######## block 1 ########
==> src/rtl/cabac_ctx_init.sv <==
// CABAC context-state initializer: streams the init-parameter ROM and writes H.265 initial states.
// Optional CABAC_CTX_INIT_OUT_REG_EN adds one register stage on the context RAM write port.
module cabac_ctx_init #(
    parameter int CTX_NUM = 64
) (
    input  logic        clk,
    input  logic        rst,
    input  logic        start,
    input  logic [5:0]  slice_qp,
    output logic        busy,
    output logic        done,
    output logic        rom_en,
    output logic [5:0]  rom_addr,
    input  logic [15:0] rom_data,
    output logic        ctx_we,
    output logic [5:0]  ctx_addr,
    output logic [6:0]  ctx_wdata
);

    typedef enum logic [1:0] {IDLE, READ, DRAIN} state_t;

    localparam logic [5:0] LAST = 6'(CTX_NUM - 1);

    state_t      state_q, state_d;
    logic        accept;
    logic        drain_done;
    logic        in_flight;
    logic        done_q;
    logic [5:0]  cnt_q;
    logic [5:0]  qp_r;
    logic        vld_p0;
    logic [5:0]  addr_p0;
    logic        we_p1;
    logic [5:0]  addr_p1;
    logic [6:0]  wdata_p1;

    function automatic logic signed [9:0] clip_pre(input logic signed [13:0] v);
        if (v < 14'sd1)
            return 10'sd1;
        else if (v > 14'sd126)
            return 10'sd126;
        else
            return v[9:0];
    endfunction

    function automatic logic [6:0] ctx_state(input logic [15:0] w, input logic [5:0] qp);
        logic signed [13:0] m_x, q_x, n_x, prod, sum;
        logic signed [9:0]  pre, ps;
        m_x  = {{6{w[15]}}, w[15:8]};
        q_x  = {8'b0, qp};
        n_x  = {6'b0, w[7:0]};
        prod = m_x * q_x;
        // >>> on a signed operand floors toward minus infinity
        sum  = (prod >>> 4) + n_x;
        pre  = clip_pre(sum);
        if (pre <= 10'sd63) begin
            ps = 10'sd63 - pre;
            return {ps[5:0], 1'b0};
        end
        ps = pre - 10'sd64;
        return {ps[5:0], 1'b1};
    endfunction

    always_ff @(posedge clk or posedge rst) begin
        if (rst)
            state_q <= IDLE;
        else
            state_q <= state_d;
    end

    always_comb begin
        state_d = state_q;
        accept  = 1'b0;
        case (state_q)
            IDLE:  if (start) begin
                       state_d = READ;
                       accept  = 1'b1;
                   end
            READ:  if (cnt_q == LAST) state_d = DRAIN;
            DRAIN: if (drain_done) state_d = IDLE;
            default: state_d = IDLE;
        endcase
    end

    always_ff @(posedge clk or posedge rst) begin
        if (rst) begin
            cnt_q <= 6'd0;
            qp_r  <= 6'd0;
        end else if (accept) begin
            cnt_q <= 6'd0;
            qp_r  <= (slice_qp > 6'd51) ? 6'd51 : slice_qp;
        end else if (state_q == READ) begin
            cnt_q <= cnt_q + 6'd1;
        end
    end

    assign rom_en   = (state_q == READ);
    assign rom_addr = cnt_q;
    assign busy     = (state_q != IDLE);
    assign done     = done_q;

    // stage p0: ROM access in flight
    always_ff @(posedge clk or posedge rst) begin
        if (rst) begin
            vld_p0  <= 1'b0;
            addr_p0 <= 6'd0;
        end else begin
            vld_p0  <= rom_en;
            addr_p0 <= rom_addr;
        end
    end

    // stage p1: decode and register the context state
    always_ff @(posedge clk or posedge rst) begin
        if (rst) begin
            we_p1    <= 1'b0;
            addr_p1  <= 6'd0;
            wdata_p1 <= 7'd0;
        end else begin
            we_p1 <= vld_p0;
            if (vld_p0) begin
                addr_p1  <= addr_p0;
                wdata_p1 <= ctx_state(rom_data, qp_r);
            end
        end
    end

`ifdef CABAC_CTX_INIT_OUT_REG_EN
    logic        we_p2;
    logic [5:0]  addr_p2;
    logic [6:0]  wdata_p2;

    // stage p2: retiming register toward a distant context RAM
    always_ff @(posedge clk or posedge rst) begin
        if (rst) begin
            we_p2    <= 1'b0;
            addr_p2  <= 6'd0;
            wdata_p2 <= 7'd0;
        end else begin
            we_p2 <= we_p1;
            if (we_p1) begin
                addr_p2  <= addr_p1;
                wdata_p2 <= wdata_p1;
            end
        end
    end

    assign ctx_we    = we_p2;
    assign ctx_addr  = addr_p2;
    assign ctx_wdata = wdata_p2;
    assign in_flight = vld_p0 | we_p1;
`else
    assign ctx_we    = we_p1;
    assign ctx_addr  = addr_p1;
    assign ctx_wdata = wdata_p1;
    assign in_flight = vld_p0;
`endif

    // the last write is on the port when nothing remains behind it
    assign drain_done = (state_q == DRAIN) && !in_flight && ctx_we;

    always_ff @(posedge clk or posedge rst) begin
        if (rst)
            done_q <= 1'b0;
        else
            done_q <= drain_done;
    end

endmodule

==> config.mk <==
export PLATFORM = sky130hd
export DESIGN_NAME = cabac_ctx_init
export DESIGN_NICKNAME = d
export VERILOG_FILES = /design/src/rtl/cabac_ctx_init.sv
export SDC_FILE = /design/constraint.sdc
export NUM_CORES = 1
export LEC_CHECK = 0
export CORE_ASPECT_RATIO = 1.2
export CORE_MARGIN = 4
export CORE_UTILIZATION = 50
export DETAILED_ROUTE_END_ITERATION = 7
export GPL_TIMING_DRIVEN = 0
export PLACE_DENSITY = 0.71
export SLEW_MARGIN = 0
export SYNTH_ARGS = -nofsm -noshare
export SYNTH_HDL_FRONTEND = slang
export SYNTH_SLANG_ARGS = --single-unit
export TNS_END_PERCENT = 20
==> constraint.sdc <==
create_clock -name clk -period 6.6 [get_ports clk]
set_input_delay 0.66 -clock clk [delete_from_list [all_inputs] [get_ports clk]]
set_output_delay 0.66 -clock clk [all_outputs]
set_load 0.02 [all_outputs]
######## block 2 ########
[config.mk]
export PLATFORM = sky130hd
export DESIGN_NAME = hermes_packetizer
export DESIGN_NICKNAME = d
export VERILOG_FILES = /design/src/rtl/hermes_packetizer_pkg.sv /design/src/rtl/hermes_packetizer.sv
export SDC_FILE = /design/constraint.sdc
export NUM_CORES = 1
export LEC_CHECK = 0
export CORE_ASPECT_RATIO = 0.6
export CORE_UTILIZATION = 40
export CTS_CLUSTER_SIZE = 28
export DETAILED_ROUTE_END_ITERATION = 6
export DONT_BUFFER_PORTS = 1
export SKIP_CTS_REPAIR_TIMING = 1
export SLEW_MARGIN = 30
export SYNTH_ARGS = -nofsm -noshare
export SYNTH_HDL_FRONTEND = slang
export SYNTH_SLANG_ARGS = --single-unit
[constraint.sdc]
create_clock -name clk_i -period 3.5 [get_ports clk_i]
set_clock_uncertainty 0.05 [all_clocks]
set_input_delay 0.7 -clock clk_i [delete_from_list [all_inputs] [get_ports clk_i]]
set_output_delay 0.7 -clock clk_i [all_outputs]
set_load 0.005 [all_outputs]
[src/rtl/hermes_packetizer_pkg.sv]
// Constants shared between the Hermes network interface and the switch routing logic.
package HermesPkg;

  localparam int HERMES_TARGET_WIDTH = 16;

endpackage

[src/rtl/hermes_packetizer.sv]
// Hermes NI injection stage: turns a request plus a payload stream into
// header/size/payload flits on the credit-based LOCAL link of a router.
module hermes_packetizer
  import HermesPkg::*;
#(
  parameter int FLIT_SIZE = 32
) (
  input  logic                           clk_i,
  input  logic                           rst_i,
  input  logic                           req_valid_i,
  output logic                           req_ready_o,
  input  logic [HERMES_TARGET_WIDTH-1:0] req_target_i,
  input  logic [FLIT_SIZE-1:0]           req_size_i,
  input  logic                           pl_valid_i,
  output logic                           pl_ready_o,
  input  logic [FLIT_SIZE-1:0]           pl_data_i,
  output logic                           tx_o,
  input  logic                           credit_i,
  output logic [FLIT_SIZE-1:0]           data_o,
  output logic                           busy_o,
  output logic                           pkt_sent_o
);

  typedef enum logic [1:0] {IDLE, SIZE, PAYLOAD} state_t;

  localparam logic [FLIT_SIZE-1:0] COUNT_ONE = FLIT_SIZE'(1);

  state_t                 state_q, state_d;
  logic [FLIT_SIZE-1:0]   count_q, count_d;
  logic [FLIT_SIZE-1:0]   data_q, data_d;
  logic                   tx_q, tx_d;
  logic                   last_q, last_d;
  logic                   slot_free;

  // The single output slot can take a new flit if empty or draining this cycle.
  assign slot_free = !tx_q || credit_i;

  always_comb begin
    state_d     = state_q;
    count_d     = count_q;
    data_d      = data_q;
    tx_d        = tx_q && !credit_i;
    last_d      = last_q;
    req_ready_o = 1'b0;
    pl_ready_o  = 1'b0;

    case (state_q)
      IDLE: begin
        req_ready_o = slot_free;
        if (req_valid_i && slot_free) begin
          data_d                           = '0;
          data_d[HERMES_TARGET_WIDTH-1:0]  = req_target_i;
          tx_d                             = 1'b1;
          last_d                           = 1'b0;
          count_d                          = req_size_i;
          state_d                          = SIZE;
        end
      end

      SIZE: begin
        if (slot_free) begin
          data_d = count_q;
          tx_d   = 1'b1;
          if (count_q == '0) begin
            last_d  = 1'b1;
            state_d = IDLE;
          end else begin
            last_d  = 1'b0;
            state_d = PAYLOAD;
          end
        end
      end

      PAYLOAD: begin
        pl_ready_o = slot_free;
        if (pl_valid_i && slot_free) begin
          data_d  = pl_data_i;
          tx_d    = 1'b1;
          count_d = count_q - COUNT_ONE;
          if (count_q == COUNT_ONE) begin
            last_d  = 1'b1;
            state_d = IDLE;
          end else begin
            last_d  = 1'b0;
          end
        end
      end

      default: state_d = IDLE;
    endcase
  end

  always_ff @(posedge clk_i) begin
    if (rst_i) begin
      state_q <= IDLE;
      count_q <= '0;
      data_q  <= '0;
      tx_q    <= 1'b0;
      last_q  <= 1'b0;
    end else begin
      state_q <= state_d;
      count_q <= count_d;
      data_q  <= data_d;
      tx_q    <= tx_d;
      last_q  <= last_d;
    end
  end

  assign tx_o       = tx_q;
  assign data_o     = data_q;
  assign busy_o     = (state_q != IDLE) || tx_q;
  assign pkt_sent_o = tx_q && credit_i && last_q;

endmodule

######## block 3 ########
<file path="src/rtl/btn_press_meter.sv">
// btn_press_meter: turns the debounced button level into press, long-hold and
// release event pulses. It measures each press in milliseconds and keeps a
// 4-digit BCD count of completed presses.
module btn_press_meter #(
    parameter int unsigned LONG_MS = 500,
    parameter int unsigned DUR_W   = 16
) (
    input  logic             clk,
    input  logic             rst_n,
    input  logic             ce1ms,
    input  logic             Ux,
    output logic             press_st,
    output logic             long_p,
    output logic             short_p,
    output logic             rel_p,
    output logic [DUR_W-1:0] dur_ms,
    output logic [15:0]      cnt_bcd,
    output logic             cnt_ovf
);

    typedef enum logic [1:0] {
        IDLE  = 2'd0,
        PRESS = 2'd1,
        HELD  = 2'd2
    } state_t;

    localparam logic [DUR_W-1:0] TMR_ONE  = DUR_W'(1);
    localparam logic [DUR_W-1:0] TMR_MAX  = '1;
    localparam logic [DUR_W-1:0] LONG_V   = DUR_W'(LONG_MS);
    localparam logic [DUR_W-1:0] LONG_M1  = DUR_W'(LONG_MS - 1);

    state_t           state;
    state_t           state_nxt;
    logic             Ux_q;
    logic             rise;
    logic             fall;
    logic [DUR_W-1:0] tmr;
    logic [DUR_W-1:0] tmr_nxt;
    logic             press_d;
    logic             long_d;
    logic             short_d;
    logic             rel_d;
    logic [15:0]      cnt_inc;
    logic             cnt_wrap;

    // Edge detection against the registered copy of the button level
    always_comb begin
        rise = Ux & ~Ux_q;
        fall = ~Ux & Ux_q;
    end

    // FSM state register
    always_ff @(posedge clk or negedge rst_n) begin
        if (!rst_n) begin
            state <= IDLE;
        end else begin
            state <= state_nxt;
        end
    end

    // Next-state, timer update and event strobes; a release beats a
    // coincident millisecond tick, so the tick is neither counted nor
    // allowed to raise a long-hold event
    always_comb begin
        state_nxt = state;
        tmr_nxt   = tmr;
        press_d   = 1'b0;
        long_d    = 1'b0;
        short_d   = 1'b0;
        rel_d     = 1'b0;
        case (state)
            IDLE: begin
                if (rise) begin
                    state_nxt = PRESS;
                    tmr_nxt   = '0;
                    press_d   = 1'b1;
                end
            end
            PRESS: begin
                if (fall) begin
                    state_nxt = IDLE;
                    short_d   = 1'b1;
                    rel_d     = 1'b1;
                end else if (ce1ms) begin
                    if (tmr == LONG_M1) begin
                        state_nxt = HELD;
                        tmr_nxt   = LONG_V;
                        long_d    = 1'b1;
                    end else begin
                        tmr_nxt = tmr + TMR_ONE;
                    end
                end
            end
            HELD: begin
                if (fall) begin
                    state_nxt = IDLE;
                    rel_d     = 1'b1;
                end else if (ce1ms && (tmr != TMR_MAX)) begin
                    tmr_nxt = tmr + TMR_ONE;
                end
            end
            default: begin
                state_nxt = IDLE;
            end
        endcase
    end

    // BCD increment with a ripple carry through the four digits
    always_comb begin
        logic       carry;
        logic [3:0] dig;
        cnt_inc = cnt_bcd;
        carry   = 1'b1;
        dig     = '0;
        for (int unsigned i = 0; i < 4; i++) begin
            dig = cnt_bcd[i*4 +: 4];
            if (carry) begin
                if (dig == 4'd9) begin
                    cnt_inc[i*4 +: 4] = 4'd0;
                end else begin
                    cnt_inc[i*4 +: 4] = dig + 4'd1;
                    carry             = 1'b0;
                end
            end
        end
        cnt_wrap = carry;
    end

    // Registered outputs, timer, level copy, captured duration and counter
    always_ff @(posedge clk or negedge rst_n) begin
        if (!rst_n) begin
            Ux_q     <= 1'b0;
            tmr      <= '0;
            press_st <= 1'b0;
            long_p   <= 1'b0;
            short_p  <= 1'b0;
            rel_p    <= 1'b0;
            dur_ms   <= '0;
            cnt_bcd  <= '0;
            cnt_ovf  <= 1'b0;
        end else begin
            Ux_q     <= Ux;
            tmr      <= tmr_nxt;
            press_st <= press_d;
            long_p   <= long_d;
            short_p  <= short_d;
            rel_p    <= rel_d;
            cnt_ovf  <= 1'b0;
            if (rel_d) begin
                dur_ms  <= tmr;
                cnt_bcd <= cnt_inc;
                cnt_ovf <= cnt_wrap;
            end
        end
    end

endmodule
</file>
<file path="config.mk">
export PLATFORM = sky130hd
export DESIGN_NAME = btn_press_meter
export DESIGN_NICKNAME = d
export VERILOG_FILES = /design/src/rtl/btn_press_meter.sv
export SDC_FILE = /design/constraint.sdc
export NUM_CORES = 1
export LEC_CHECK = 0
export ABC_AREA = 1
export ABC_CLOCK_PERIOD_IN_PS = 1600
export CORE_MARGIN = 5
export CORE_UTILIZATION = 49
export DETAILED_ROUTE_END_ITERATION = 8
export GPL_ROUTABILITY_DRIVEN = 0
export PLACE_DENSITY = 0.85
export SKIP_CTS_REPAIR_TIMING = 1
export SLEW_MARGIN = 20
export SYNTH_ARGS = -nofsm -noshare
export SYNTH_HDL_FRONTEND = slang
export SYNTH_SLANG_ARGS = --single-unit
</file>
<file path="constraint.sdc">
create_clock -name clk -period 1.6 [get_ports clk]
set_clock_uncertainty 0.1 [all_clocks]
set_input_delay 0.24 -clock clk [delete_from_list [all_inputs] [get_ports clk]]
set_output_delay 0.24 -clock clk [all_outputs]
set_load 0.005 [all_outputs]
</file>
Figure 1. Signal wires by layer (block 3).
Scale: 6 px per um.
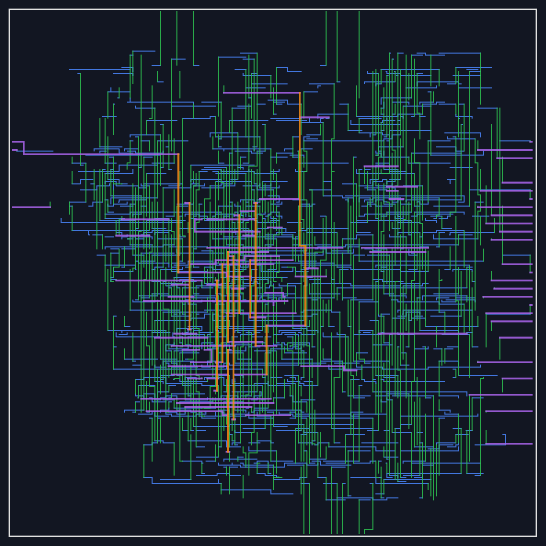
layer	colour	wire length
M3	purple	610 um
M1	blue	3050 um
M2	green	4150 um
M4	orange	232 um

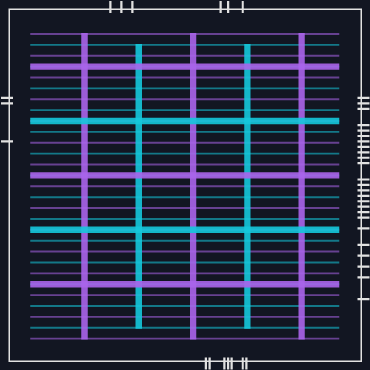
Figure 2: block 3, PDN straps and rails.
Scale: 4 px per um. Pins as bars on the die edge.
net	colour
VDD	cyan
VSS	purple
met1 rails	29
met4 straps	5
met5 straps	5
rows	28
Core Footprint: 0.005886 sq mm
Die Span Y: 87.60 um
chip width: 87.60 um

==> metrics.cfg, block 3 <==
[logic_synthesis]
yosysWarnings=0
ys.flops=56
fp_nets=373
adder_share=0.02120
synthCells=364
simple_gate_area_frac=0.2871
aoi_share=0.08270
xor_share=0.05937
ys_cells=364

[layout]
num-nets-final=468
stdcell_count=534
signal_buffers=93
fin_util=0.7083
drive_gt1_frac=0.2593
finish.instance_area_sq_mm=0.004169
comb_cells=256

[place]
io_buffers=40
placedCellCount=505

[global_route]
track_usage=0.1903
busiest_layer=met2
use_met1=0.2337
globalRouteMet3Util=0.02916

[critical_path]
rr_startpoint=state[0]
critPathArrivalTime_ns=1.86
max_stage_delay_ns=0.40
critPathLaunch=state[0]

[run_status]
failed_checks=setup timing
outcome=complete, but fails checks

[sta]
fmax_mhz=572.3
setup_slack_ns=-0.1474
setup_viol=34

[clocking]
cts_tree=done
htree_levels=2
cts_buffer_depth=2

[floorplanning]
std_cell_rows=28

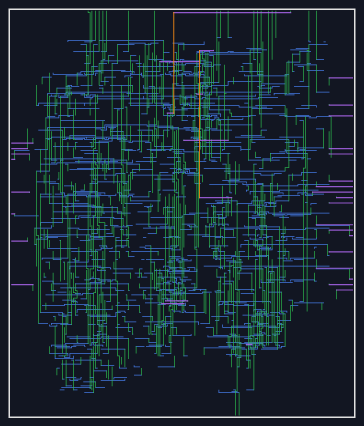
Figure 3: block 1, signal wires by layer.
Scale: 4 px per um.
layer	colour	wire length
M1	blue	3070 um
M3	purple	210 um
M4	orange	61.9 um
M2	green	3590 um
Vias: 2690
post-DR wirelength/cell: 13.18 um
GRT Util Overall: 0.1736
DRT Wirelength: 6932 um

==> metrics.cfg, block 1 <==
[run_status]
outcome=finished clean

[sta]
hold_viol=0

[logic_synthesis]
simple_gate_area_frac=0.1716
ys.flops=36
ff_type=dfrtp_1
synthCells=378
edf_count=0

[critical_path]
reg2reg_to=ctx_wdata[1]
worst-r2r-cell-count=26

[clocking]
insertion_delay_ns=0.29

[place]
dp_slack_ns=-0.7093

[layout]
largest_reg_flops=7
nClkBuffers=5

[route]
postRouteAntennaNets=0

[global_route]
grt_max_degree=37

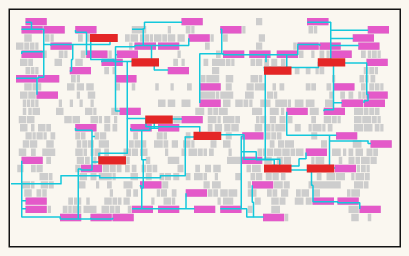
Figure 4: block 2, clock wires, drivers and flops.
Scale: 3 px per um.
[flip-flops] magenta | count: 68
[clock wires] cyan | length: 979 um
[clock-net drivers] red | count: 9
flops lie	all over the die

==> metrics.cfg, block 2 <==
[layout]
clock_area_frac=0.06815
nClkBuffers=10
largest_class=multi-input combinational cells
signal_buffers=11
seqAreaFraction=0.3182

[critical_path]
worst-r2r-cell-count=6
critPathLaunchType=flop
cp_common_cell=inv_1
cp_cell_sequence=inv_1, ha_2, buf_4, inv_1, nor2_1
critPathLaunch=state_q[0]
critPathArrivalTime_ns=2.11
critPathCaptureType=output port
path_buffers=3
cp.required_ns=2.75

[run_status]
outcome=finished clean

[route]
route.detailed.drc=0
met3_wirelength_um=1394
drtPass1Iterations=5
highest_layer=met4

[global_route]
use_met1=0.3071
use_met2=0.3904

[clocking]
htree_levels=3
cts_buffer_depth=2
clkTransAtPathRegs_ns=0.05

[sta]
setup_viol=0
fmax_mhz=349.2

[logic_synthesis]
aoi_share=0.3122
logic_family=AND-OR/OR-AND gates
ff_type=dfxtp_1
yosysUniqueCellTypes=54

[floorplanning]
die_y_um=78.68
tap-cell-count=130
chip_area_sq_mm=0.01021


######## block 4 ########
Figure 5. Clock wires, drivers and flops (block 4).
Scale: 3 px per um.
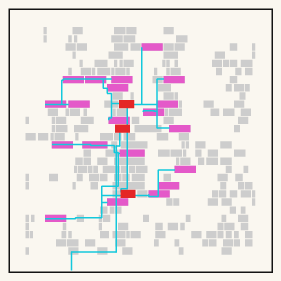

--- src/rtl/interrupt_controller_if.sv ---
// Core-side bus of the interrupt controller: return PC / SP in, stack push,
// fetch stall and PC overwrite out. master = controller, slave = CPU core.
interface interrupt_controller_if;
  logic [13:0] pc;
  logic [15:0] sp;
  logic        hold;
  logic        stack_we;
  logic [15:0] stack_addr;
  logic [7:0]  stack_data;
  logic        sp_dec;
  logic        pc_overwrite;
  logic [13:0] pc_new;
  logic        sreg_i_clear;

  modport master (
    input  pc, sp,
    output hold, stack_we, stack_addr, stack_data, sp_dec,
           pc_overwrite, pc_new, sreg_i_clear
  );

  modport slave (
    output pc, sp,
    input  hold, stack_we, stack_addr, stack_data, sp_dec,
           pc_overwrite, pc_new, sreg_i_clear
  );
endinterface

--- src/rtl/interrupt_controller.sv ---
// Timer interrupt arbiter and entry sequencer for the ATmega32A core.
// Define INTC_TIMER1_EN to arbitrate the Timer1 sources (OCF1A, TOV1) as well.
//
// state  | meaning
// IDLE   | waiting for an instruction boundary with an enabled pending source
// PUSH_L | push ret_pc[7:0] at sp, decrement sp
// PUSH_H | push ret_pc[13:8] at sp, decrement sp
// VECTOR | load PC with vector, clear I-bit and serviced TIFR flag
module interrupt_controller #(
  parameter logic [13:0] VEC_OCF1A = 14'h00E,
  parameter logic [13:0] VEC_TOV1  = 14'h012,
  parameter logic [13:0] VEC_OCF0  = 14'h014,
  parameter logic [13:0] VEC_TOV0  = 14'h016
) (
  input  logic       clk,
  input  logic       reset,
  input  logic [7:0] tifr,
  input  logic [7:0] timsk,
  input  logic       sreg_i,
  input  logic       instr_boundary,
  input  logic       reti,
  output logic [7:0] flag_clear,
  output logic       irq_pending,
  interrupt_controller_if.master cpu
);

`ifdef INTC_TIMER1_EN
  localparam logic [7:0] SRC_MASK = 8'h17;
`else
  localparam logic [7:0] SRC_MASK = 8'h03;
`endif

  typedef enum logic [1:0] {IDLE, PUSH_L, PUSH_H, VECTOR} state_t;

  state_t      state, state_nxt;
  logic [7:0]  src;
  logic [13:0] sel_vec;
  logic [7:0]  sel_bit;
  logic        skip;
  logic        accept;
  logic [13:0] ret_pc;
  logic [13:0] vec_q;
  logic [7:0]  bit_q;

  assign src         = tifr & timsk & SRC_MASK;
  assign irq_pending = (|src) & sreg_i;
  // A boundary coinciding with RETI is never taken, even if skip was clear.
  assign accept      = (state == IDLE) & instr_boundary & irq_pending & ~skip & ~reti;

  always_comb begin
    sel_vec = VEC_TOV0;
    sel_bit = 8'h01;
    if (src[4]) begin
      sel_vec = VEC_OCF1A;
      sel_bit = 8'h10;
    end else if (src[2]) begin
      sel_vec = VEC_TOV1;
      sel_bit = 8'h04;
    end else if (src[1]) begin
      sel_vec = VEC_OCF0;
      sel_bit = 8'h02;
    end
  end

  always_ff @(posedge clk) begin
    if (reset) state <= IDLE;
    else       state <= state_nxt;
  end

  always_ff @(posedge clk) begin
    if (reset) begin
      skip   <= 1'b0;
      ret_pc <= '0;
      vec_q  <= '0;
      bit_q  <= '0;
    end else begin
      if (reti)
        skip <= 1'b1;
      else if (state == IDLE && instr_boundary && skip)
        skip <= 1'b0;
      if (accept) begin
        ret_pc <= cpu.pc;
        vec_q  <= sel_vec;
        bit_q  <= sel_bit;
      end
    end
  end

  always_comb begin
    state_nxt = state;
    case (state)
      IDLE:    if (accept) state_nxt = PUSH_L;
      PUSH_L:  state_nxt = PUSH_H;
      PUSH_H:  state_nxt = VECTOR;
      VECTOR:  state_nxt = IDLE;
      default: state_nxt = IDLE;
    endcase
  end

  always_comb begin
    cpu.hold         = 1'b0;
    cpu.stack_we     = 1'b0;
    cpu.stack_addr   = '0;
    cpu.stack_data   = '0;
    cpu.sp_dec       = 1'b0;
    cpu.pc_overwrite = 1'b0;
    cpu.pc_new       = '0;
    cpu.sreg_i_clear = 1'b0;
    flag_clear       = '0;
    case (state)
      PUSH_L: begin
        cpu.hold       = 1'b1;
        cpu.stack_we   = 1'b1;
        cpu.stack_addr = cpu.sp;
        cpu.stack_data = ret_pc[7:0];
        cpu.sp_dec     = 1'b1;
      end
      PUSH_H: begin
        cpu.hold       = 1'b1;
        cpu.stack_we   = 1'b1;
        cpu.stack_addr = cpu.sp;
        cpu.stack_data = {2'b00, ret_pc[13:8]};
        cpu.sp_dec     = 1'b1;
      end
      VECTOR: begin
        cpu.hold         = 1'b1;
        cpu.pc_overwrite = 1'b1;
        cpu.pc_new       = vec_q;
        cpu.sreg_i_clear = 1'b1;
        flag_clear       = bit_q;
      end
      default: ;
    endcase
  end

endmodule
--- src/flat_wrapper.sv ---
// flat-port wrapper written by rule: the top's interface ports become plain ports
module interrupt_controller_flat 
#(
  parameter logic [13:0] VEC_OCF1A = 14'h00E,
  parameter logic [13:0] VEC_TOV1  = 14'h012,
  parameter logic [13:0] VEC_OCF0  = 14'h014,
  parameter logic [13:0] VEC_TOV0  = 14'h016
)
  (clk, reset, tifr, timsk, sreg_i, instr_boundary, reti, flag_clear, irq_pending, cpu_pc, cpu_sp, cpu_hold, cpu_stack_we, cpu_stack_addr, cpu_stack_data, cpu_sp_dec, cpu_pc_overwrite, cpu_pc_new, cpu_sreg_i_clear);
  interrupt_controller_if cpu_i ();
  input  logic clk;
  input  logic reset;
  input  logic [7:0] tifr;
  input  logic [7:0] timsk;
  input  logic sreg_i;
  input  logic instr_boundary;
  input  logic reti;
  output logic [7:0] flag_clear;
  output logic irq_pending;
  input wire logic [$bits(cpu_i.pc)-1:0] cpu_pc;
  input wire logic [$bits(cpu_i.sp)-1:0] cpu_sp;
  output wire logic [$bits(cpu_i.hold)-1:0] cpu_hold;
  output wire logic [$bits(cpu_i.stack_we)-1:0] cpu_stack_we;
  output wire logic [$bits(cpu_i.stack_addr)-1:0] cpu_stack_addr;
  output wire logic [$bits(cpu_i.stack_data)-1:0] cpu_stack_data;
  output wire logic [$bits(cpu_i.sp_dec)-1:0] cpu_sp_dec;
  output wire logic [$bits(cpu_i.pc_overwrite)-1:0] cpu_pc_overwrite;
  output wire logic [$bits(cpu_i.pc_new)-1:0] cpu_pc_new;
  output wire logic [$bits(cpu_i.sreg_i_clear)-1:0] cpu_sreg_i_clear;
  assign cpu_i.pc = cpu_pc;
  assign cpu_i.sp = cpu_sp;
  assign cpu_hold = cpu_i.hold;
  assign cpu_stack_we = cpu_i.stack_we;
  assign cpu_stack_addr = cpu_i.stack_addr;
  assign cpu_stack_data = cpu_i.stack_data;
  assign cpu_sp_dec = cpu_i.sp_dec;
  assign cpu_pc_overwrite = cpu_i.pc_overwrite;
  assign cpu_pc_new = cpu_i.pc_new;
  assign cpu_sreg_i_clear = cpu_i.sreg_i_clear;
  interrupt_controller #(.VEC_OCF1A(VEC_OCF1A), .VEC_TOV1(VEC_TOV1), .VEC_OCF0(VEC_OCF0), .VEC_TOV0(VEC_TOV0)) u_core (.clk(clk), .reset(reset), .tifr(tifr), .timsk(timsk), .sreg_i(sreg_i), .instr_boundary(instr_boundary), .reti(reti), .flag_clear(flag_clear), .irq_pending(irq_pending), .cpu(cpu_i));
endmodule
--- config.mk ---
export PLATFORM = sky130hd
export DESIGN_NAME = interrupt_controller_flat
export DESIGN_NICKNAME = d
export VERILOG_FILES = /design/src/rtl/interrupt_controller_if.sv /design/src/rtl/interrupt_controller.sv /design/src/flat_wrapper.sv
export SDC_FILE = /design/constraint.sdc
export NUM_CORES = 1
export LEC_CHECK = 0
export CAP_MARGIN = 15
export CELL_PAD_IN_SITES_DETAIL_PLACEMENT = 0
export CELL_PAD_IN_SITES_GLOBAL_PLACEMENT = 1
export CORE_MARGIN = 5
export CORE_UTILIZATION = 22
export CTS_CLUSTER_DIAMETER = 150
export DETAILED_ROUTE_END_ITERATION = 8
export MAX_ROUTING_LAYER = met4
export PLACE_DENSITY_LB_ADDON = 0.1
export SLEW_MARGIN = 20
export SYNTH_ARGS = -nofsm -noshare
export SYNTH_HDL_FRONTEND = slang
export SYNTH_SLANG_ARGS = --single-unit
--- constraint.sdc ---
create_clock -name clk -period 1.8 [get_ports clk]
set_input_delay 0.36 -clock clk [delete_from_list [all_inputs] [get_ports clk]]
set_output_delay 0.36 -clock clk [all_outputs]
set_load 0.02 [all_outputs]
######## block 5 ########
===== src/rtl/mdl_dmaseq_pkg.sv =====
// Shared types and constants for the 68000-bus DMA transfer sequencer.
package dmaseq_pkg;

  localparam int ADDR_W_DEF = 23;
  localparam int CNT_W_DEF  = 8;
  localparam int TO_W_DEF   = 8;

  // ROT8 bit that launches the address phase and the data-strobe phase
  localparam int PH_ADDR = 2;
  localparam int PH_DS   = 3;

  typedef enum logic [2:0] {
    IDLE,
    WAIT_ACT,
    WAIT_PH,
    STROBE,
    WAIT_DTACK,
    NEGATE,
    END
  } state_e;

  // True only for a clean one-hot rotator sitting on the requested phase
  function automatic logic rot_at(input logic [7:0] rot, input int ph);
    return rot == 8'(1 << ph);
  endfunction

endpackage


===== src/rtl/mdl_dmaseq_if.sv =====
// Bundle between the sequencer (master) and the buffer controller / bus frontend (slave).
interface mdl_dmaseq_if
  import dmaseq_pkg::*;
#(
  parameter int ADDR_W = ADDR_W_DEF,
  parameter int CNT_W  = CNT_W_DEF
);
  logic              i_CLK4M_PCEN_n;
  logic [7:0]        i_ROT8;
  logic              i_REQ;
  logic              i_REQ_DIR;
  logic [CNT_W-1:0]  i_REQ_LEN;
  logic              i_ADDR_LD;
  logic [ADDR_W-1:0] i_ADDR_IN;
  logic              o_REQ_ACK;
  logic              o_BR_START_n;
  logic              i_DMA_ACT;
  logic              o_DMA_END;
  logic              i_DTACK_n;
  logic [ADDR_W-1:0] o_ADDR;
  logic              o_AS_n;
  logic              o_DS_n;
  logic              o_R_nW;
  logic              o_BUF_RD;
  logic              o_BUF_WR;
  logic              o_BUSY;
  logic              o_TIMEOUT;

  modport master (
    input  i_CLK4M_PCEN_n, i_ROT8, i_REQ, i_REQ_DIR, i_REQ_LEN, i_ADDR_LD, i_ADDR_IN,
           i_DMA_ACT, i_DTACK_n,
    output o_REQ_ACK, o_BR_START_n, o_DMA_END, o_ADDR, o_AS_n, o_DS_n, o_R_nW,
           o_BUF_RD, o_BUF_WR, o_BUSY, o_TIMEOUT
  );

  modport slave (
    output i_CLK4M_PCEN_n, i_ROT8, i_REQ, i_REQ_DIR, i_REQ_LEN, i_ADDR_LD, i_ADDR_IN,
           i_DMA_ACT, i_DTACK_n,
    input  o_REQ_ACK, o_BR_START_n, o_DMA_END, o_ADDR, o_AS_n, o_DS_n, o_R_nW,
           o_BUF_RD, o_BUF_WR, o_BUSY, o_TIMEOUT
  );
endinterface


===== src/rtl/mdl_dmaseq_cnt.sv =====
// Word-address and remaining-length counters for one DMA burst.
module mdl_dmaseq_cnt #(
  parameter int ADDR_W = 23,
  parameter int CNT_W  = 8
) (
  input  logic              clk_i,
  input  logic              rst_i,
  input  logic              en_i,
  input  logic              addr_ld_i,
  input  logic [ADDR_W-1:0] addr_i,
  input  logic              len_ld_i,
  input  logic [CNT_W-1:0]  len_i,
  input  logic              step_i,
  output logic [ADDR_W-1:0] addr_o,
  output logic              last_o
);

  logic [ADDR_W-1:0] addr_q, addr_d;
  logic [CNT_W-1:0]  len_q, len_d;

  // Address wraps naturally at 2^ADDR_W
  always_comb begin
    addr_d = addr_q;
    len_d  = len_q;
    if (addr_ld_i)   addr_d = addr_i;
    else if (step_i) addr_d = addr_q + ADDR_W'(1);
    if (len_ld_i)    len_d  = len_i;
    else if (step_i) len_d  = len_q - CNT_W'(1);
  end

  always_ff @(posedge clk_i) begin
    if (rst_i) begin
      addr_q <= '0;
      len_q  <= '0;
    end else if (en_i) begin
      addr_q <= addr_d;
      len_q  <= len_d;
    end
  end

  assign addr_o = addr_q;
  assign last_o = (len_q == CNT_W'(1));

endmodule


===== src/rtl/mdl_dmaseq.sv =====
// DMA transfer sequencer: accepts a burst request, requests the bus, runs ROT8-phased
// 68000 word cycles and signals DMA_END so the frontend can release the bus.
module mdl_dmaseq
  import dmaseq_pkg::*;
#(
  parameter int ADDR_W = ADDR_W_DEF,
  parameter int CNT_W  = CNT_W_DEF,
  parameter int TO_W   = TO_W_DEF
) (
  input  logic         i_MCLK,
  input  logic         i_SYS_RST,
  mdl_dmaseq_if.master bus
);

  localparam logic [TO_W-1:0] TO_LAST = {{(TO_W-1){1'b1}}, 1'b0};

  state_e          state_q;
  logic            dir_q;
  logic [TO_W-1:0] to_cnt_q;
  logic            ack_q, brs_n_q, as_n_q, ds_n_q, rnw_q;
  logic            buf_rd_q, buf_wr_q, end_q, timeout_q;

  logic en, in_burst, abort, addr_ld, len_ld, step, last;

  assign en       = ~bus.i_CLK4M_PCEN_n;
  assign in_burst = (state_q == WAIT_PH) || (state_q == STROBE) ||
                    (state_q == WAIT_DTACK) || (state_q == NEGATE);
  // Losing the bus mid-burst abandons the current word without advancing
  assign abort    = in_burst && !bus.i_DMA_ACT;
  assign addr_ld  = (state_q == IDLE) && bus.i_ADDR_LD;
  assign len_ld   = (state_q == IDLE) && bus.i_REQ && (bus.i_REQ_LEN != '0);
  assign step     = (state_q == NEGATE) && !timeout_q && !abort;

  mdl_dmaseq_cnt #(.ADDR_W(ADDR_W), .CNT_W(CNT_W)) u_cnt (
    .clk_i     (i_MCLK),
    .rst_i     (i_SYS_RST),
    .en_i      (en),
    .addr_ld_i (addr_ld),
    .addr_i    (bus.i_ADDR_IN),
    .len_ld_i  (len_ld),
    .len_i     (bus.i_REQ_LEN),
    .step_i    (step),
    .addr_o    (bus.o_ADDR),
    .last_o    (last)
  );

  always_ff @(posedge i_MCLK) begin
    if (i_SYS_RST) begin
      state_q   <= IDLE;
      dir_q     <= 1'b0;
      to_cnt_q  <= '0;
      ack_q     <= 1'b0;
      brs_n_q   <= 1'b1;
      as_n_q    <= 1'b1;
      ds_n_q    <= 1'b1;
      rnw_q     <= 1'b1;
      buf_rd_q  <= 1'b0;
      buf_wr_q  <= 1'b0;
      end_q     <= 1'b0;
      timeout_q <= 1'b0;
    end else if (en) begin
      ack_q    <= 1'b0;
      brs_n_q  <= 1'b1;
      buf_rd_q <= 1'b0;
      buf_wr_q <= 1'b0;
      if (abort) begin
        state_q   <= IDLE;
        as_n_q    <= 1'b1;
        ds_n_q    <= 1'b1;
        rnw_q     <= 1'b1;
        timeout_q <= 1'b1;
      end else begin
        case (state_q)
          IDLE: if (bus.i_REQ) begin
            ack_q     <= 1'b1;
            timeout_q <= 1'b0;
            if (bus.i_REQ_LEN != '0) begin
              dir_q   <= bus.i_REQ_DIR;
              brs_n_q <= 1'b0;
              state_q <= WAIT_ACT;
            end
          end
          WAIT_ACT: if (bus.i_DMA_ACT) state_q <= WAIT_PH;
          WAIT_PH: if (rot_at(bus.i_ROT8, PH_ADDR)) begin
            rnw_q    <= ~dir_q;
            as_n_q   <= 1'b0;
            buf_rd_q <= dir_q;
            state_q  <= STROBE;
          end
          STROBE: if (rot_at(bus.i_ROT8, PH_DS)) begin
            ds_n_q   <= 1'b0;
            to_cnt_q <= '0;
            state_q  <= WAIT_DTACK;
          end
          WAIT_DTACK: if (!bus.i_DTACK_n) begin
            buf_wr_q <= ~dir_q;
            state_q  <= NEGATE;
          end else begin
            to_cnt_q <= to_cnt_q + TO_W'(1);
            if (to_cnt_q == TO_LAST) begin
              timeout_q <= 1'b1;
              state_q   <= NEGATE;
            end
          end
          NEGATE: begin
            as_n_q <= 1'b1;
            ds_n_q <= 1'b1;
            rnw_q  <= 1'b1;
            if (timeout_q || last) begin
              end_q   <= 1'b1;
              state_q <= END;
            end else begin
              state_q <= WAIT_PH;
            end
          end
          END: if (!bus.i_DMA_ACT) begin
            end_q   <= 1'b0;
            state_q <= IDLE;
          end
          default: state_q <= IDLE;
        endcase
      end
    end
  end

  assign bus.o_REQ_ACK    = ack_q;
  assign bus.o_BR_START_n = brs_n_q;
  assign bus.o_DMA_END    = end_q;
  assign bus.o_AS_n       = as_n_q;
  assign bus.o_DS_n       = ds_n_q;
  assign bus.o_R_nW       = rnw_q;
  assign bus.o_BUF_RD     = buf_rd_q;
  assign bus.o_BUF_WR     = buf_wr_q;
  assign bus.o_BUSY       = (state_q != IDLE);
  assign bus.o_TIMEOUT    = timeout_q;

endmodule


===== src/flat_wrapper.sv =====
// flat-port wrapper written by rule: the top's interface ports become plain ports
module mdl_dmaseq_flat import dmaseq_pkg::*;
#(
  parameter int ADDR_W = ADDR_W_DEF,
  parameter int CNT_W  = CNT_W_DEF,
  parameter int TO_W   = TO_W_DEF
)
  (i_MCLK, i_SYS_RST, bus_i_CLK4M_PCEN_n, bus_i_ROT8, bus_i_REQ, bus_i_REQ_DIR, bus_i_REQ_LEN, bus_i_ADDR_LD, bus_i_ADDR_IN, bus_i_DMA_ACT, bus_i_DTACK_n, bus_o_REQ_ACK, bus_o_BR_START_n, bus_o_DMA_END, bus_o_ADDR, bus_o_AS_n, bus_o_DS_n, bus_o_R_nW, bus_o_BUF_RD, bus_o_BUF_WR, bus_o_BUSY, bus_o_TIMEOUT);
  mdl_dmaseq_if #(.ADDR_W(ADDR_W), .CNT_W(CNT_W)) bus_i ();
  input  logic i_MCLK;
  input  logic i_SYS_RST;
  input wire logic [$bits(bus_i.i_CLK4M_PCEN_n)-1:0] bus_i_CLK4M_PCEN_n;
  input wire logic [$bits(bus_i.i_ROT8)-1:0] bus_i_ROT8;
  input wire logic [$bits(bus_i.i_REQ)-1:0] bus_i_REQ;
  input wire logic [$bits(bus_i.i_REQ_DIR)-1:0] bus_i_REQ_DIR;
  input wire logic [$bits(bus_i.i_REQ_LEN)-1:0] bus_i_REQ_LEN;
  input wire logic [$bits(bus_i.i_ADDR_LD)-1:0] bus_i_ADDR_LD;
  input wire logic [$bits(bus_i.i_ADDR_IN)-1:0] bus_i_ADDR_IN;
  input wire logic [$bits(bus_i.i_DMA_ACT)-1:0] bus_i_DMA_ACT;
  input wire logic [$bits(bus_i.i_DTACK_n)-1:0] bus_i_DTACK_n;
  output wire logic [$bits(bus_i.o_REQ_ACK)-1:0] bus_o_REQ_ACK;
  output wire logic [$bits(bus_i.o_BR_START_n)-1:0] bus_o_BR_START_n;
  output wire logic [$bits(bus_i.o_DMA_END)-1:0] bus_o_DMA_END;
  output wire logic [$bits(bus_i.o_ADDR)-1:0] bus_o_ADDR;
  output wire logic [$bits(bus_i.o_AS_n)-1:0] bus_o_AS_n;
  output wire logic [$bits(bus_i.o_DS_n)-1:0] bus_o_DS_n;
  output wire logic [$bits(bus_i.o_R_nW)-1:0] bus_o_R_nW;
  output wire logic [$bits(bus_i.o_BUF_RD)-1:0] bus_o_BUF_RD;
  output wire logic [$bits(bus_i.o_BUF_WR)-1:0] bus_o_BUF_WR;
  output wire logic [$bits(bus_i.o_BUSY)-1:0] bus_o_BUSY;
  output wire logic [$bits(bus_i.o_TIMEOUT)-1:0] bus_o_TIMEOUT;
  assign bus_i.i_CLK4M_PCEN_n = bus_i_CLK4M_PCEN_n;
  assign bus_i.i_ROT8 = bus_i_ROT8;
  assign bus_i.i_REQ = bus_i_REQ;
  assign bus_i.i_REQ_DIR = bus_i_REQ_DIR;
  assign bus_i.i_REQ_LEN = bus_i_REQ_LEN;
  assign bus_i.i_ADDR_LD = bus_i_ADDR_LD;
  assign bus_i.i_ADDR_IN = bus_i_ADDR_IN;
  assign bus_i.i_DMA_ACT = bus_i_DMA_ACT;
  assign bus_i.i_DTACK_n = bus_i_DTACK_n;
  assign bus_o_REQ_ACK = bus_i.o_REQ_ACK;
  assign bus_o_BR_START_n = bus_i.o_BR_START_n;
  assign bus_o_DMA_END = bus_i.o_DMA_END;
  assign bus_o_ADDR = bus_i.o_ADDR;
  assign bus_o_AS_n = bus_i.o_AS_n;
  assign bus_o_DS_n = bus_i.o_DS_n;
  assign bus_o_R_nW = bus_i.o_R_nW;
  assign bus_o_BUF_RD = bus_i.o_BUF_RD;
  assign bus_o_BUF_WR = bus_i.o_BUF_WR;
  assign bus_o_BUSY = bus_i.o_BUSY;
  assign bus_o_TIMEOUT = bus_i.o_TIMEOUT;
  mdl_dmaseq #(.ADDR_W(ADDR_W), .CNT_W(CNT_W), .TO_W(TO_W)) u_core (.i_MCLK(i_MCLK), .i_SYS_RST(i_SYS_RST), .bus(bus_i));
endmodule

===== config.mk =====
export PLATFORM = sky130hd
export DESIGN_NAME = mdl_dmaseq_flat
export DESIGN_NICKNAME = d
export VERILOG_FILES = /design/src/rtl/mdl_dmaseq_pkg.sv /design/src/rtl/mdl_dmaseq_if.sv /design/src/rtl/mdl_dmaseq_cnt.sv /design/src/rtl/mdl_dmaseq.sv /design/src/flat_wrapper.sv
export SDC_FILE = /design/constraint.sdc
export NUM_CORES = 1
export LEC_CHECK = 0
export ABC_CLOCK_PERIOD_IN_PS = 5550
export CELL_PAD_IN_SITES_DETAIL_PLACEMENT = 0
export CELL_PAD_IN_SITES_GLOBAL_PLACEMENT = 1
export CORE_UTILIZATION = 38
export DETAILED_ROUTE_END_ITERATION = 7
export PLACE_DENSITY_LB_ADDON = 0.1
export SYNTH_ARGS = -nofsm -noshare
export SYNTH_HDL_FRONTEND = slang
export SYNTH_SLANG_ARGS = --single-unit

===== constraint.sdc =====
create_clock -name i_MCLK -period 5.55 [get_ports i_MCLK]
set_input_delay 0.555 -clock i_MCLK [delete_from_list [all_inputs] [get_ports i_MCLK]]
set_output_delay 0.555 -clock i_MCLK [all_outputs]
set_load 0.01 [all_outputs]

######## block 6 ########
==> src/rtl/alu_mon_pkg.sv <==
// alu_mon_pkg: types and defaults for the ALU divergence monitor.
//   state_t  - monitor FSM states (IDLE, CHECK, ALARM)
//   flags_t  - ALU status flags {carry, zero, overflow}
//   DEF_THRESHOLD / DEF_WINDOW - default alarm threshold and window length
//   sat_inc4 - 4-bit saturating increment used by the window mismatch counter
package alu_mon_pkg;

   typedef enum logic [1:0] {
      ST_IDLE  = 2'd0,
      ST_CHECK = 2'd1,
      ST_ALARM = 2'd2
   } state_t;

   typedef struct packed {
      logic carry;
      logic zero;
      logic overflow;
   } flags_t;

   localparam int DEF_THRESHOLD = 4;
   localparam int DEF_WINDOW    = 256;

   function automatic logic [3:0] sat_inc4(input logic [3:0] v);
      return (v == 4'hF) ? v : v + 4'd1;
   endfunction

endpackage

==> src/rtl/alu_mon_window.sv <==
// alu_mon_window: observation-window bookkeeping for the divergence monitor.
//   clk, rst_n   - clock and synchronous active-low reset
//   clr          - clears window position and window mismatch count
//   sample_en    - one checked sample is being retired this cycle
//   diverge      - the retiring sample diverged
//   win_mis_upd  - mismatch count including the retiring sample, before any
//                  end-of-window clear (used for the alarm decision)
module alu_mon_window
   import alu_mon_pkg::*;
#(
   parameter int WINDOW = DEF_WINDOW
) (
   input  logic       clk,
   input  logic       rst_n,
   input  logic       clr,
   input  logic       sample_en,
   input  logic       diverge,
   output logic [3:0] win_mis_upd
);

   localparam int             CW   = (WINDOW > 1) ? $clog2(WINDOW) : 1;
   localparam logic [CW-1:0]  LAST = CW'(WINDOW - 1);

   logic [CW-1:0] win_pos_r;
   logic [3:0]    win_mis_r;
   logic [3:0]    win_mis_upd_s;

   // Mismatch count as it stands once the retiring sample is included.
   always_comb begin
      win_mis_upd_s = win_mis_r;
      if (diverge) begin
         win_mis_upd_s = sat_inc4(win_mis_r);
      end else begin
         win_mis_upd_s = win_mis_r;
      end
   end

   assign win_mis_upd = win_mis_upd_s;

   // Window position and mismatch count; the count restarts after the last
   // sample of a window has been evaluated (WINDOW is a power of two, so the
   // position wraps naturally).
   always_ff @(posedge clk) begin
      if (!rst_n) begin
         win_pos_r <= '0;
         win_mis_r <= 4'd0;
      end else if (clr) begin
         win_pos_r <= '0;
         win_mis_r <= 4'd0;
      end else if (sample_en) begin
         win_pos_r <= win_pos_r + CW'(1);
         win_mis_r <= (win_pos_r == LAST) ? 4'd0 : win_mis_upd_s;
      end else begin
         win_pos_r <= win_pos_r;
         win_mis_r <= win_mis_r;
      end
   end

endmodule

==> src/rtl/alu_divergence_monitor.sv <==
// alu_divergence_monitor: compares a suspect ALU against a golden ALU sample
// by sample and raises a sticky alarm when too many divergences fall inside
// one observation window.
//   clk, rst_n              - clock, synchronous active-low reset
//   in_valid / in_ready     - sample handshake (ready only in IDLE)
//   A, B, op                - operands and opcode of the sample
//   result_ref/result_dut   - golden / suspect results
//   flags_ref/flags_dut     - golden / suspect {carry, zero, overflow}
//   alarm_clr               - releases the alarm (ignored outside ALARM)
//   mismatch_pulse          - one-cycle pulse per divergent sample
//   alarm                   - sticky divergence alarm
//   mismatch_total          - saturating divergent-sample count
//   sample_total            - wrapping accepted-sample count
//   log_valid/log_A/B/op    - first-divergence record
// Optional feature macro: ALU_MON_LOG_EN enables the first-divergence record;
// without it the log_* outputs are tied to zero.
module alu_divergence_monitor
   import alu_mon_pkg::*;
#(
   parameter int THRESHOLD = DEF_THRESHOLD,
   parameter int WINDOW    = DEF_WINDOW
) (
   input  logic        clk,
   input  logic        rst_n,
   input  logic        in_valid,
   output logic        in_ready,
   input  logic [3:0]  A,
   input  logic [3:0]  B,
   input  logic [1:0]  op,
   input  logic [3:0]  result_ref,
   input  logic [3:0]  result_dut,
   input  logic [2:0]  flags_ref,
   input  logic [2:0]  flags_dut,
   input  logic        alarm_clr,
   output logic        mismatch_pulse,
   output logic        alarm,
   output logic [7:0]  mismatch_total,
   output logic [15:0] sample_total,
   output logic        log_valid,
   output logic [3:0]  log_A,
   output logic [3:0]  log_B,
   output logic [1:0]  log_op
);

   state_t      state_r;
   logic        in_ready_r;
   logic        alarm_r;
   logic        mismatch_pulse_r;
   logic [7:0]  mismatch_total_r;
   logic [15:0] sample_total_r;
   logic [3:0]  a_r;
   logic [3:0]  b_r;
   logic [1:0]  op_r;
   logic [3:0]  res_ref_r;
   logic [3:0]  res_dut_r;
   flags_t      flags_ref_r;
   flags_t      flags_dut_r;

   logic        accept_s;
   logic        check_s;
   logic        diverge_s;
   logic        win_clr_s;
   logic        trip_s;
   logic [3:0]  win_mis_upd_s;

   assign accept_s  = in_valid & in_ready_r;
   assign check_s   = (state_r == ST_CHECK);
   assign diverge_s = check_s &&
                      ((res_ref_r != res_dut_r) || (flags_ref_r != flags_dut_r));
   // Only a clear issued while the alarm is up touches the window.
   assign win_clr_s = (state_r == ST_ALARM) && alarm_clr;
   assign trip_s    = (win_mis_upd_s >= 4'(THRESHOLD));

   alu_mon_window #(
      .WINDOW (WINDOW)
   ) u_window (
      .clk         (clk),
      .rst_n       (rst_n),
      .clr         (win_clr_s),
      .sample_en   (check_s),
      .diverge     (diverge_s),
      .win_mis_upd (win_mis_upd_s)
   );

   // Monitor FSM with registered handshake, alarm, pulse and totals.
   always_ff @(posedge clk) begin
      if (!rst_n) begin
         state_r          <= ST_IDLE;
         in_ready_r       <= 1'b1;
         alarm_r          <= 1'b0;
         mismatch_pulse_r <= 1'b0;
         mismatch_total_r <= 8'd0;
         sample_total_r   <= 16'd0;
         a_r              <= 4'd0;
         b_r              <= 4'd0;
         op_r             <= 2'd0;
         res_ref_r        <= 4'd0;
         res_dut_r        <= 4'd0;
         flags_ref_r      <= '0;
         flags_dut_r      <= '0;
      end else begin
         mismatch_pulse_r <= 1'b0;
         case (state_r)
            ST_IDLE: begin
               if (accept_s) begin
                  a_r         <= A;
                  b_r         <= B;
                  op_r        <= op;
                  res_ref_r   <= result_ref;
                  res_dut_r   <= result_dut;
                  flags_ref_r <= flags_t'(flags_ref);
                  flags_dut_r <= flags_t'(flags_dut);
                  state_r     <= ST_CHECK;
                  in_ready_r  <= 1'b0;
               end
            end
            ST_CHECK: begin
               sample_total_r   <= sample_total_r + 16'd1;
               mismatch_pulse_r <= diverge_s;
               if (diverge_s && (mismatch_total_r != 8'hFF)) begin
                  mismatch_total_r <= mismatch_total_r + 8'd1;
               end
               if (trip_s) begin
                  state_r    <= ST_ALARM;
                  alarm_r    <= 1'b1;
                  in_ready_r <= 1'b0;
               end else begin
                  state_r    <= ST_IDLE;
                  in_ready_r <= 1'b1;
               end
            end
            ST_ALARM: begin
               if (alarm_clr) begin
                  state_r    <= ST_IDLE;
                  alarm_r    <= 1'b0;
                  in_ready_r <= 1'b1;
               end
            end
            default: begin
               state_r    <= ST_IDLE;
               alarm_r    <= 1'b0;
               in_ready_r <= 1'b1;
            end
         endcase
      end
   end

   assign in_ready       = in_ready_r;
   assign alarm          = alarm_r;
   assign mismatch_pulse = mismatch_pulse_r;
   assign mismatch_total = mismatch_total_r;
   assign sample_total   = sample_total_r;

`ifdef ALU_MON_LOG_EN
   logic       log_valid_r;
   logic [3:0] log_a_r;
   logic [3:0] log_b_r;
   logic [1:0] log_op_r;

   // First divergence since reset is recorded and held; alarm_clr leaves it.
   always_ff @(posedge clk) begin
      if (!rst_n) begin
         log_valid_r <= 1'b0;
         log_a_r     <= 4'd0;
         log_b_r     <= 4'd0;
         log_op_r    <= 2'd0;
      end else if (diverge_s && !log_valid_r) begin
         log_valid_r <= 1'b1;
         log_a_r     <= a_r;
         log_b_r     <= b_r;
         log_op_r    <= op_r;
      end
   end

   assign log_valid = log_valid_r;
   assign log_A     = log_a_r;
   assign log_B     = log_b_r;
   assign log_op    = log_op_r;
`else
   logic sample_unused_s;
   assign sample_unused_s = ^{a_r, b_r, op_r};

   assign log_valid = 1'b0;
   assign log_A     = 4'd0;
   assign log_B     = 4'd0;
   assign log_op    = 2'd0;
`endif

endmodule

==> config.mk <==
export PLATFORM = sky130hd
export DESIGN_NAME = alu_divergence_monitor
export DESIGN_NICKNAME = d
export VERILOG_FILES = /design/src/rtl/alu_mon_pkg.sv /design/src/rtl/alu_mon_window.sv /design/src/rtl/alu_divergence_monitor.sv
export SDC_FILE = /design/constraint.sdc
export NUM_CORES = 1
export LEC_CHECK = 0
export CAP_MARGIN = 20
export CORE_AREA = 5 5 86 88
export DETAILED_ROUTE_END_ITERATION = 12
export DIE_AREA = 0 0 91 93
export PLACE_DENSITY = 0.76
export REMOVE_ABC_BUFFERS = 1
export SLEW_MARGIN = 20
export SYNTH_ARGS = -nofsm -noshare
export SYNTH_HDL_FRONTEND = slang
export SYNTH_SLANG_ARGS = --single-unit
export TNS_END_PERCENT = 30
==> constraint.sdc <==
create_clock -name clk -period 5.03 [get_ports clk]
set_clock_uncertainty 0.15 [all_clocks]
set_input_delay 1.006 -clock clk [delete_from_list [all_inputs] [get_ports clk]]
set_output_delay 1.006 -clock clk [all_outputs]
set_load 0.01 [all_outputs]

==> notes/layouts.md <==
Pictures saved along the way, in no particular order.

Clock routing.
shot_01.png
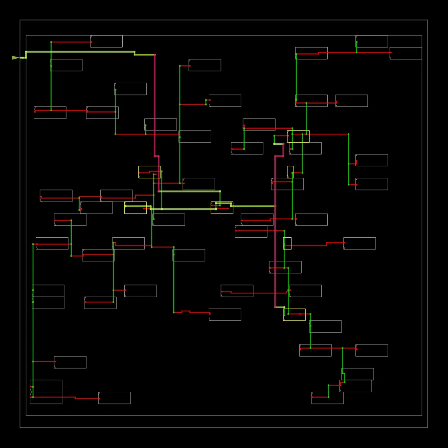
shot_02.png
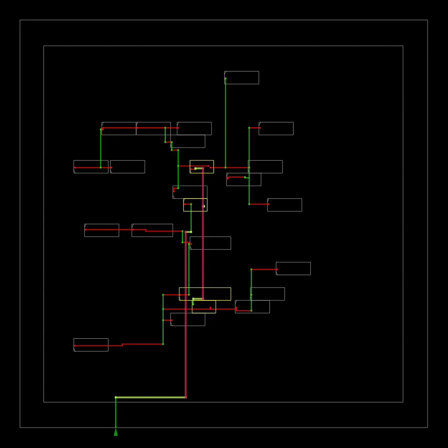
shot_03.png
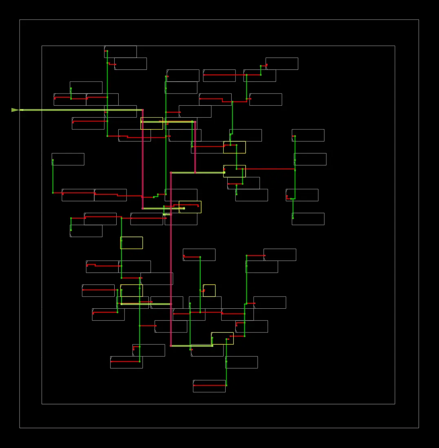
block 4 -> shot_02.png
block 5 -> shot_01.png
block 6 -> shot_03.png
Of these, fewest clock buffers: shot_02.png
Of these, fewest sequential cells: shot_02.png

Figure 6. Gate families picked out (block 5).
Scale: 3 px per um.
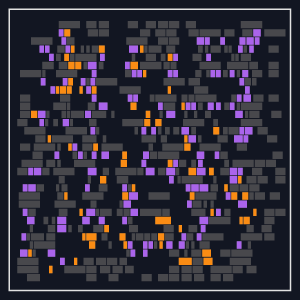
family	colour	cells	most used
nor cells	orange	64	nor2_1
aoi and oai cells	purple	124	a21oi_1
logic share of the area: 0.4816
Post-Layout Cell Count: 583

==> metrics.cfg, block 5 <==
[layout]
num-nets-final=533
drive_gt1_frac=0.04366
fin_util=0.5165

[power]
p_clk_frac=0.248
top_power_group=registers
power.switching_uw=275.9

[global_route]
use_met1=0.3068

[critical_path]
crit_type=input pin to flop
worst-r2r-cell-count=4

[run_status]
outcome=finished clean

[route]
wl_um=9548

[logic_synthesis]
top_cells_by_count=52 x dfxtp_1, 47 x a21oi_1, 43 x nand2_1, 30 x o21ai_0, 25 x nor2_1
ff_type=dfxtp_1
edf_count=0
synth-async-reset-ratio=0
synthCells=420

[sta]
slew_viol_final=0
period_minus_slack_ns=2.954

[floorplanning]
tap-cell-count=102

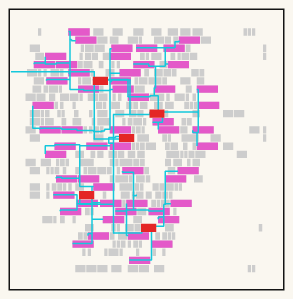
Figure 7: block 6, clock wires, drivers and flops.
Scale: 3 px per um.
[clock wires] cyan | length: 626 um
[clock-net drivers] red | count: 5
[flip-flops] magenta | count: 55
routed clock nets	6
Clk network pwr share: 0.325
clk pwr: 264 uW
Latency at later pin: 0.31 ns

==> metrics.cfg, block 6 <==
[run_status]
outcome=finished clean

[layout]
num-nets-final=372
signal_buffers=45
largest_reg_flops=16
drive_gt1_frac=0.05865

[critical_path]
crit_type=flop to output port
cp.required_ns=3.87
critPathCaptureType=output port
path_buffers=1
rr_startpoint=state_r[1]

[place]
dp_hpwl_um=3678

[power]
p_leak_uw=0.001068
power.total_uw=813.5

[clocking]
clkTransAtPathRegs_ns=0.09
cts_tree=done
post_cts_buffers=0
cts_root_buf=clkbuf_8

[logic_synthesis]
syn_avg_cell_area_sq_um=8.453
synthTopCellsByArea=dfxtp_1 44%, nand2_1 7.4%, a21oi_1 6.1%, xor2_1 5.5%, nor2_1 4.8%
adder_share=0.01980
simple_gate_area_frac=0.2381
yosysTopAreaCell=dfxtp_1
ys_cells=299
aoi_share=0.1342
yosys_area_sq_mm=0.002527

[global_route]
grt_pass1_vias=1961
use_met1=0.1590
grt_max_degree=41
grt_pass1_wl_um=8790
globalRouteMet3Util=0.03057

[floorplanning]
ioPinCount=66
die_x_um=91
tap-cell-count=80
std_cell_rows=30

[route]
met3_wirelength_um=231
wl_um=5189
vias_per_cell=4.941
route.detailed.drc=0

[sta]
setup_viol=0
rsz0062_at_grt=false
slew_viol_final=0

[flow_run]
cap_viol_max_count=0

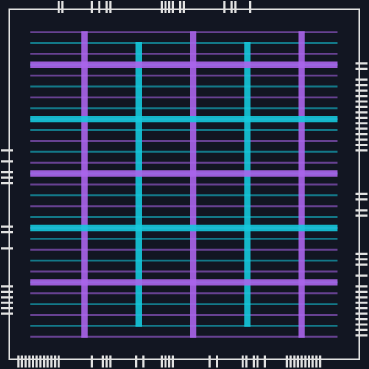
Figure 8: block 4, PDN straps and rails.
Scale: 4 px per um. Pins as bars on the die edge.
net	colour
VSS	purple
VDD	cyan
met1 rails	29
signal pins	103
met4 straps	5
chip width: 87.13 um
Die Span Y: 87.13 um
Core Footprint: 0.005851 sq mm
Peak supply drop: 0.0003215 V

About Figure 5:
[clock-net drivers] red | count: 3
[clock wires] cyan | length: 319 um
[flip-flops] magenta | count: 20
routed clock nets	4
clk pwr: 452 uW
Worst Skew: 0.001815 ns
Latency at later pin: 0.26 ns
Clk network pwr share: 0.214

==> metrics.cfg, block 4 <==
[global_route]
track_usage=0.1063
globalRouteMet3Util=0.01608

[layout]
reg_top3=u_core.ret_pc x14, u_core.bit_q x2, u_core.state x2
comb_cells=120
mostFrequentLayoutCells=38 x clkdlybuf4s50_1, 30 x nand2_1, 23 x buf_4
syn_to_final_growth_pct=74.09
regMostFlops=u_core.ret_pc
fin_util=0.3894

[critical_path]
rr_startpoint=u_core.state[1]
cp.required_ns=1.44
cp_common_cell=buf_6

[logic_synthesis]
logic_family=simple AND/OR/NAND/NOR gates
syn_avg_cell_area_sq_um=8.336
ff_type=dfxtp_1
mux_share=0.1071
yosysTopAreaCellShare=0.3059
top_cells_by_count=30 x nand2_1, 21 x buf_4, 20 x dfxtp_1, 19 x and2_1, 14 x mux2i_1

[route]
vias_per_cell=4.133
met3_wirelength_um=302

[sta]
setup_slack_ns=0.02587

[place]
place_congestion=0.7860
placement.cell_area_sq_mm=0.002112

[floorplanning]
chip_area_sq_mm=0.007592

[flow_run]
warnings=44

[clocking]
post_cts_resized=144

[power]
power_frac_seq=0.234
swShare=0.3592

[run_status]
outcome=finished clean



## Gallery

PDN straps and rails.
Scale: 4 px per um. Pins as bars on the die edge.
image #1
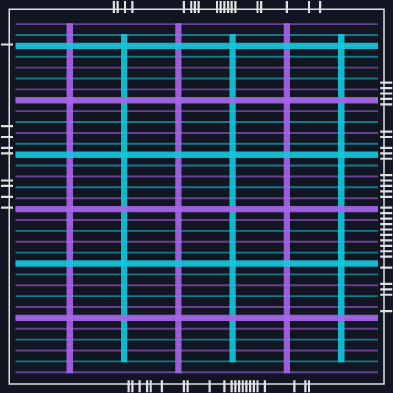
image #2
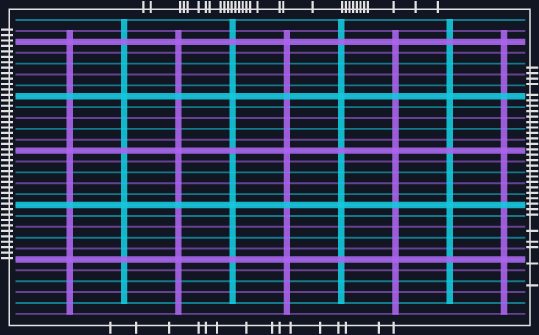
image #3
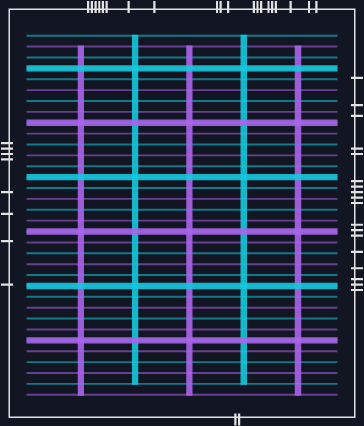
image #4
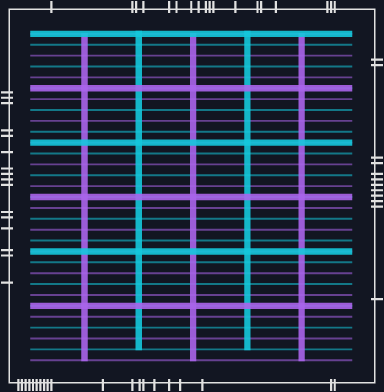
image #4: block 6
image #2: block 2
image #3: block 1
image #1: block 5


==> gallery <==
Gate families picked out.
Scale: 3 px per um.
Plate I
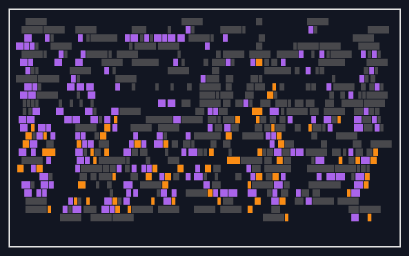
Plate II
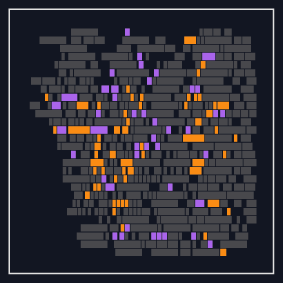
Plate III
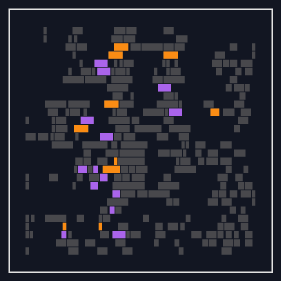
Plate IV
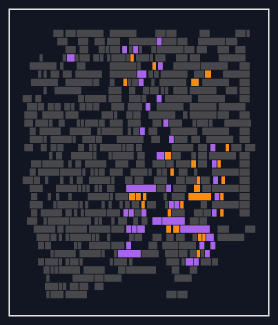
Plate V
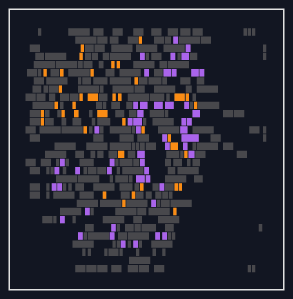
Plate III: block 4
Plate IV: block 1
Plate II: block 3
Plate V: block 6
Plate I: block 2
Of these, most cells: Plate I

Key to Plate II:
family	colour	cells	most used
nor cells	orange	57	nor2_1
aoi and oai cells	purple	43	o21ai_0

Power figures rest on the tool's default switching activity, not on a simulated workload.
